# ---- design 1 ----
### Signal wires by layer, design 1

The bar under the picture is 20 um long. Two of the layers only.
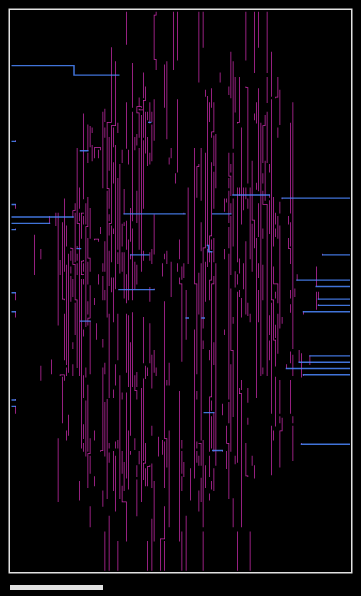

## src/rtl/cnn_csa_pkg.sv

```systemverilog
// rtl/cnn_csa_pkg.sv - shared widths and FSM encoding for the CSA/psum datapath
package cnn_csa_pkg;

  localparam int DEF_W     = 4;
  localparam int DEF_ACC_W = 16;
  localparam int DEF_CNT_W = 8;

  typedef enum logic [1:0] {
    ST_IDLE = 2'd0,
    ST_ACC  = 2'd1,
    ST_DONE = 2'd2
  } state_t;

endpackage

```

## src/rtl/sat_add.sv

```systemverilog
// rtl/sat_add.sv - combinational unsigned saturating adder with overflow flag
module sat_add #(
  parameter int ACC_W = 16
) (
  input  logic [ACC_W-1:0] a,
  input  logic [ACC_W-1:0] b,
  output logic [ACC_W-1:0] sum,
  output logic             ovf
);

  logic [ACC_W:0] full;

  // One extra bit holds the carry; any carry means the result clamps to all-ones.
  assign full = {1'b0, a} + {1'b0, b};
  assign ovf  = full[ACC_W];
  assign sum  = full[ACC_W] ? {ACC_W{1'b1}} : full[ACC_W-1:0];

endmodule

```

## src/rtl/psum_accumulator.sv

```systemverilog
// rtl/psum_accumulator.sv - windowed saturating accumulator for CSA partial sums
module psum_accumulator
  import cnn_csa_pkg::*;
#(
  parameter int W     = DEF_W,
  parameter int ACC_W = DEF_ACC_W,
  parameter int CNT_W = DEF_CNT_W
) (
  input  logic             clk,
  input  logic             rst_n,
  input  logic [CNT_W-1:0] cfg_len,
  input  logic             in_valid,
  output logic             in_ready,
  input  logic [W:0]       in_sum,
  output logic             out_valid,
  input  logic             out_ready,
  output logic [ACC_W-1:0] out_acc,
  output logic             out_ovf,
  output logic [CNT_W-1:0] out_cnt
);

  state_t           state;
  logic [ACC_W-1:0] acc;
  logic [ACC_W-1:0] acc_sum;
  logic [ACC_W-1:0] sum_ext;
  logic [CNT_W-1:0] cnt;
  logic [CNT_W-1:0] cnt_nxt;
  logic [CNT_W-1:0] len_q;
  logic [CNT_W-1:0] len_eff;
  logic             ovf;
  logic             add_ovf;
  logic             accept;

  assign sum_ext = ACC_W'(in_sum);
  assign cnt_nxt = cnt + CNT_W'(1);
  // A zero-length window would never terminate, so it runs as a single beat.
  assign len_eff = (cfg_len == '0) ? CNT_W'(1) : cfg_len;

  assign in_ready = rst_n && (state != ST_DONE);
  assign accept   = in_valid && in_ready;

  sat_add #(.ACC_W(ACC_W)) u_sat_add (
    .a   (acc),
    .b   (sum_ext),
    .sum (acc_sum),
    .ovf (add_ovf)
  );

  always_ff @(posedge clk) begin
    if (!rst_n) begin
      state <= ST_IDLE;
      acc   <= '0;
      cnt   <= '0;
      len_q <= '0;
      ovf   <= 1'b0;
    end else begin
      case (state)
        ST_IDLE: begin
          if (accept) begin
            acc   <= sum_ext;
            cnt   <= CNT_W'(1);
            len_q <= len_eff;
            ovf   <= 1'b0;
            state <= (len_eff == CNT_W'(1)) ? ST_DONE : ST_ACC;
          end
        end
        ST_ACC: begin
          if (accept) begin
            acc <= acc_sum;
            cnt <= cnt_nxt;
            ovf <= ovf | add_ovf;
            if (cnt_nxt == len_q) state <= ST_DONE;
          end
        end
        ST_DONE: begin
          if (out_ready) state <= ST_IDLE;
        end
        default: state <= ST_IDLE;
      endcase
    end
  end

  assign out_valid = (state == ST_DONE);
  assign out_acc   = acc;
  assign out_ovf   = ovf;
  assign out_cnt   = cnt;

endmodule
```

## config.mk

```make
export PLATFORM = sky130hd
export DESIGN_NAME = psum_accumulator
export DESIGN_NICKNAME = d
export VERILOG_FILES = /design/src/rtl/cnn_csa_pkg.sv /design/src/rtl/sat_add.sv /design/src/rtl/psum_accumulator.sv
export SDC_FILE = /design/constraint.sdc
export NUM_CORES = 1
export LEC_CHECK = 0
export CORE_ASPECT_RATIO = 1.75
export CORE_MARGIN = 5
export CORE_UTILIZATION = 30
export CTS_CLUSTER_DIAMETER = 120
export DETAILED_ROUTE_END_ITERATION = 10
export HOLD_SLACK_MARGIN = 0.05
export PLACE_DENSITY_LB_ADDON = 0.1
export SLEW_MARGIN = 25
export SYNTH_ARGS = -nofsm -noshare
export SYNTH_HDL_FRONTEND = slang
export SYNTH_SLANG_ARGS = --single-unit
```

## constraint.sdc

```tcl
create_clock -name clk -period 3 [get_ports clk]
set_input_delay 0.3 -clock clk [delete_from_list [all_inputs] [get_ports clk]]
set_output_delay 0.3 -clock clk [all_outputs]
set_load 0.01 [all_outputs]
```

# ---- design 2 ----
**config.mk**
```make
export PLATFORM = sky130hd
export DESIGN_NAME = slicem_wr_arbiter
export DESIGN_NICKNAME = d
export VERILOG_FILES = /design/src/rtl/slicem_wr_arbiter.sv
export SDC_FILE = /design/constraint.sdc
export NUM_CORES = 1
export LEC_CHECK = 0
export CAP_MARGIN = 10
export CORE_AREA = 4 4 70 72
export DETAILED_ROUTE_END_ITERATION = 16
export DIE_AREA = 0 0 74 76
export GPL_ROUTABILITY_DRIVEN = 1
export PLACE_DENSITY = 0.8
export SLEW_MARGIN = 20
export SYNTH_ARGS = -nofsm -noshare
export SYNTH_HDL_FRONTEND = slang
export SYNTH_SLANG_ARGS = --single-unit
```
**constraint.sdc**
```tcl
create_clock -name clk -period 2.6 [get_ports clk]
set_input_delay 0.52 -clock clk [delete_from_list [all_inputs] [get_ports clk]]
set_output_delay 0.52 -clock clk [all_outputs]
set_load 0.01 [all_outputs]
```
**src/rtl/slicem_wr_arbiter.sv**
```systemverilog
// Two-requester arbiter that turns each granted word into WORD_W single-bit writes on a SLICEM distributed-RAM port.
// Define SLICEM_WR_FIXED_PRIO_EN for fixed priority (requester 0 wins); default build is round-robin.
module slicem_wr_arbiter #(
  parameter int S_XX_BASE = 4,
  parameter int NUM_LUTS  = 4,
  parameter int MUX_LVLS  = $clog2(NUM_LUTS),
  parameter int WORD_W    = 16,
  parameter int ADDR_W    = MUX_LVLS + 1 + S_XX_BASE
) (
  input  logic                 clk,
  input  logic                 rst,
  input  logic [1:0]           req,
  input  logic [ADDR_W-1:0]    req_addr_0,
  input  logic [ADDR_W-1:0]    req_addr_1,
  input  logic [WORD_W-1:0]    req_data_0,
  input  logic [WORD_W-1:0]    req_data_1,
  output logic [1:0]           ack,
  output logic                 busy,
  output logic [MUX_LVLS-1:0]  higher_order_addr,
  output logic                 write_lut_select,
  output logic [S_XX_BASE-1:0] lut_addr,
  output logic                 data_in,
  output logic                 write_en
);

  localparam int CNT_W = $clog2(WORD_W + 1);
  localparam logic [CNT_W-1:0] LAST_CNT = CNT_W'(WORD_W - 1);

  typedef enum logic [1:0] {S_IDLE, S_WRITE, S_ACK} state_t;

  state_t            state;
  logic              grant;
  logic              win;
  logic [ADDR_W-1:0] cur_addr;
  logic [WORD_W-1:0] shift_reg;
  logic [CNT_W-1:0]  cnt;

`ifdef SLICEM_WR_FIXED_PRIO_EN
  function automatic logic pick_grant(input logic [1:0] r);
    return ~r[0];
  endfunction

  assign win = pick_grant(req);
`else
  logic rr_ptr;

  // On contention the pointer names the winner; a lone requester always wins.
  function automatic logic pick_grant(input logic [1:0] r, input logic ptr);
    logic g;
    case (r)
      2'b01:   g = 1'b0;
      2'b10:   g = 1'b1;
      default: g = ptr;
    endcase
    return g;
  endfunction

  assign win = pick_grant(req, rr_ptr);
`endif

  always_ff @(posedge clk) begin
    if (rst) begin
      state     <= S_IDLE;
      grant     <= 1'b0;
      ack       <= 2'b00;
      busy      <= 1'b0;
      write_en  <= 1'b0;
      cur_addr  <= '0;
      shift_reg <= '0;
      cnt       <= '0;
`ifndef SLICEM_WR_FIXED_PRIO_EN
      rr_ptr    <= 1'b0;
`endif
    end else begin
      case (state)
        S_IDLE: begin
          ack <= 2'b00;
          if (|req) begin
            grant     <= win;
            cur_addr  <= win ? req_addr_1 : req_addr_0;
            shift_reg <= win ? req_data_1 : req_data_0;
            cnt       <= '0;
            write_en  <= 1'b1;
            busy      <= 1'b1;
            state     <= S_WRITE;
          end
        end
        // Last bit is left in place so address and data hold once write_en drops.
        S_WRITE: begin
          if (cnt == LAST_CNT) begin
            write_en <= 1'b0;
            ack      <= grant ? 2'b10 : 2'b01;
            state    <= S_ACK;
          end else begin
            shift_reg <= shift_reg >> 1;
            cur_addr  <= cur_addr + ADDR_W'(1);
            cnt       <= cnt + CNT_W'(1);
          end
        end
        S_ACK: begin
          ack   <= 2'b00;
          busy  <= 1'b0;
`ifndef SLICEM_WR_FIXED_PRIO_EN
          rr_ptr <= ~grant;
`endif
          state <= S_IDLE;
        end
        default: state <= S_IDLE;
      endcase
    end
  end

  assign higher_order_addr = cur_addr[ADDR_W-1 -: MUX_LVLS];
  assign write_lut_select  = cur_addr[S_XX_BASE];
  assign lut_addr          = cur_addr[S_XX_BASE-1:0];
  assign data_in           = shift_reg[0];

endmodule

```
### Clock wiring as the flow saved it, design 1

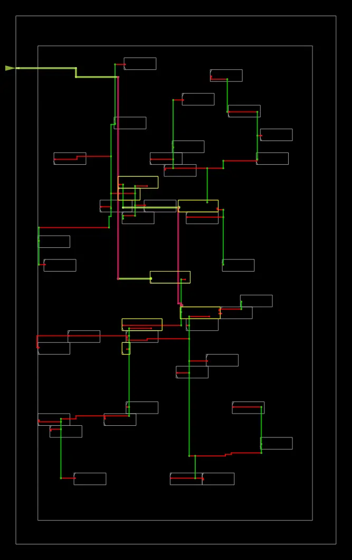
worst-case clock skew: 2.898 ps
number of sinks on the clock net: 35
clock network latency to the later pin of the worst-skew pair: 270 ps
Clock Power: 0.513 mW
seq_cells: 35

Notes on 'Signal wires by layer' of design 1 above:
| color | layer | wire length |
|---|---|---|
| magenta | metal 2 | 3530 um |
| blue | metal 3 | 214 um |
overall global routing resource usage: 15.24%
total via count after detailed routing: 2078
Routed Wire Length: 6.449 mm

==> ci_impl_report.md, design 1 <==
## Implementation flow summary

| Metric | Value |
|---|---|
| Crit path max fanout | `4` |
| Largest net degree at the start of global routing | `20` |
| Worst Setup End Kind | `flip-flop` |
| Number of gates resized after cts | `0` |
| Setup violation total in the final timing report | `0` |
| Run status | `finished clean` |
| Placed cells | `379` |
| Total leakage power | `1.034 nW` |
| Cell type with the highest aggregate area in the netlist | `dfxtp_1` |
| Main power group | `clock` |
| First-pass iteration count of the detailed router | `4` |
| Remaining Overflow, GRT | `0` |
| DR DRC count | `0` |
| Power density over cell area | `425.6 mW/mm2` |
| Peak-usage layer in the global routing report | `met2` |
| Tcrit/Tclk final | `81.48%` |
| Post-route ant nets | `0` |
| Sequential Power Share | `41.2%` |
| Commonest non-fill, non-tap cell in the layout | `clkdlybuf4s50_1` |
| # Taps | `84` |
| Global-route wire length before repair | `10.54 mm` |
| Comb gates | `205` |
| Number of H-tree levels | `2` |
| Core region area | `0.006857 mm2` |
| Dpl hpwl | `4.949 mm` |
| Post-route cell area | `0.002794 mm2` |
| Fraction of power consumed by the clock network | `43.2%` |
| Flop and latch count out of synthesis | `35` |
| Post-layout nets | `326` |
| Antenna violations before repair | `0` |
| Fraction of the yosys area taken by sequential cells | `33.10%` |
| Relative area change from synthesis to final layout | `31.97%` |
| Switching pwr | `0.2997 mW` |
| Vertical extent of the die | `121.1 um` |
| Number of post-CTS setup repair buffers | `0` |
| Total length of routed met3 wires | `213 um` |
| Antenna diode count | `0` |
| Number of filler cells placed in the layout | `709` |
design 1: registers in the layout, indices dropped and copies added (netlist names):
signal / count
len_q: 8
out_acc: 16
out_cnt: 8
out_ovf: 1
state: 2
design 1: worst max-delay path: stages:
cell and delay, ps:
clkdlybuf4s50_1 430, ha_1 240, fa_1 430, a211oi_1 360, o21bai_1 170, nand4_1 180, nor3_1 100, or3_1 380
design 1: cell families after synthesis:
family / share of synthesized area [%]
XOR/XNOR: 5.792
adder cells (fa/ha/maj): 4.492
flip-flops: 33.10
AND/OR/NAND/NOR: 26.48
buffers and inverters: 3.664
AND-OR/OR-AND: 26.48
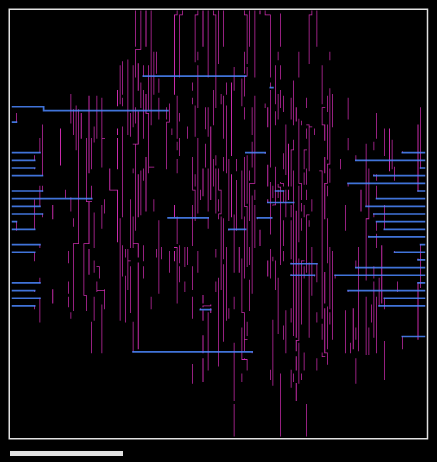
*Signal wires by layer, design 2*
The bar under the picture is 20 um long. Two of the layers only.
| color | layer | wire length |
|---|---|---|
| magenta | metal 2 | 2110 um |
| blue | metal 3 | 342 um |

==> ci_impl_report.md, design 2 <==
## Implementation flow summary

| Metric | Value |
|---|---|
| Synthesized instance count | `218` |
| RSZ-0062 raised after global routing | `false` |
| Met2 usage in global routing | `25.35%` |
| Worst Setup End Kind | `flip-flop` |
| Flop and latch count out of synthesis | `36` |
| Post-route cell area | `0.002641 mm2` |
| Maximum resistive drop on vdd | `0.2538 mV` |
| Highest routing layer actually used | `met4` |
| Slew at the pin with the worst max-slew slack | `773.2 ps` |
| Total of warnings raised by yosys | `0` |
| Basic Gates by Area | `17.23%` |
| Number of CTS-inserted buffers | `5` |
| Run status | `finished clean` |
| Reg2reg end | `cur_addr[4]` |
| Post-synthesis instance area | `0.001917 mm2` |
| Number of standard cells in the layout, taps in and fillers out | `328` |
| Fin crit period | `2331 ps` |
| First-pass iteration count of the detailed router | `4` |
| Synthesized area divided by synthesized cell count | `8.793 um2` |
| Remaining Overflow, GRT | `0` |
| Clock transition at the registers of the reported paths | `70 ps` |
| Commonest non-fill, non-tap cell in the layout | `clkdlybuf4s50_1` |
| Number of warning messages in the logs | `27` |
| Pre-CTS setup slack | `-60.75 ps` |
| Clock network latency to the later pin of the worst-skew pair | `290 ps` |
| Dpl hpwl | `3.248 mm` |
| Post-layout total power | `1.342 mW` |
| Core region area | `0.004294 mm2` |
| Flip-flop count of the largest register after layout | `16` |
| Tcrit/Tclk final | `89.65%` |
| Dominant kind of combinational cell | `AND-OR/OR-AND gates` |
| Proportion of layout cells with a drive suffix above 1 | `11.59%` |
| Routability-driven placement congestion ratio | `0.7803` |
| Number of gates resized after cts | `0` |
| Cell depth of the worst min-delay path | `2` |
| Count of buffers from port buffering | `61` |
| Register Area | `720.7 um2` |
| Commonest cells after routing, fill and taps aside | `clkdlybuf4s50_1 (61), dfxtp_1 (36), nor2_1 (26)` |
| Setup violation total in the final timing report | `0` |
| Cell variety after synth | `41` |
| Antenna diode count | `0` |
==> design 2: final cells by class <==
| cell class | instances | share of cell area, % |
|---|---|---|
| Tap cell | 52 | 2.463 |
| Clock inverter | 1 | 0.1895 |
| Sequential cell | 36 | 27.29 |
| Inverter | 4 | 0.5685 |
| Clock buffer | 6 | 2.748 |
| Timing Repair Buffer | 67 | 25.30 |
| Multi-Input combinational cell | 162 | 41.45 |
==> design 2: worst max-delay path: cells and delay by family <==
kind | cells | cell delay (ps)
buffers and inverters | 3 | 730
adder cells (fa/ha/maj) | 1 | 330
multiplexers | 2 | 670
AND-OR/OR-AND | 2 | 230


## Gallery

Register map, names as in the netlist.
The bar under the picture is 20 um long. Other sequential cells in the stronger gray, the rest of the logic in the fainter gray.
picture 1
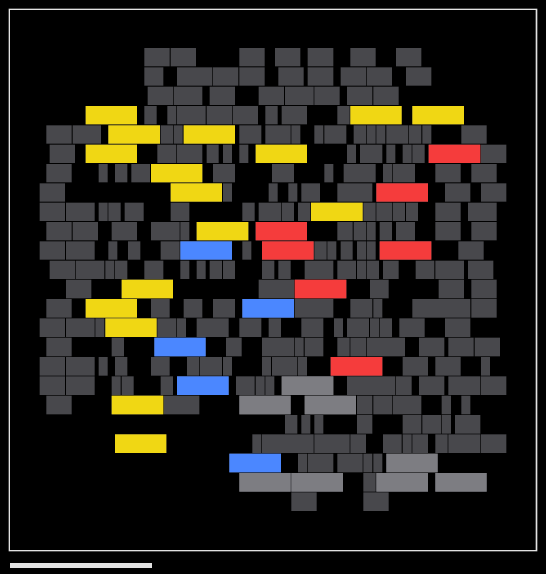
picture 2
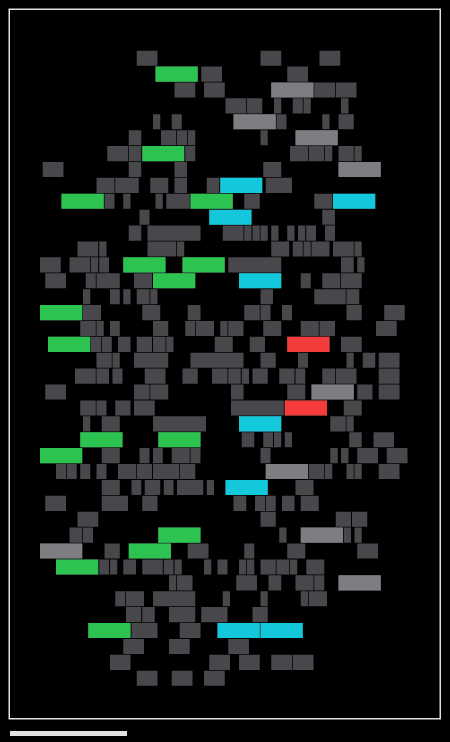
For design 2, see picture 1.
For design 1, see picture 2.
Of these, most cells: picture 2
Of these, largest die: picture 2

Key to picture 1:
| color | name in the netlist | flops |
|---|---|---|
| red | cur_addr | 7 |
| yellow | shift_reg | 16 |
| blue | cnt | 5 |
not colored: 8

Power figures rest on the tool's default switching activity, not on a simulated workload.
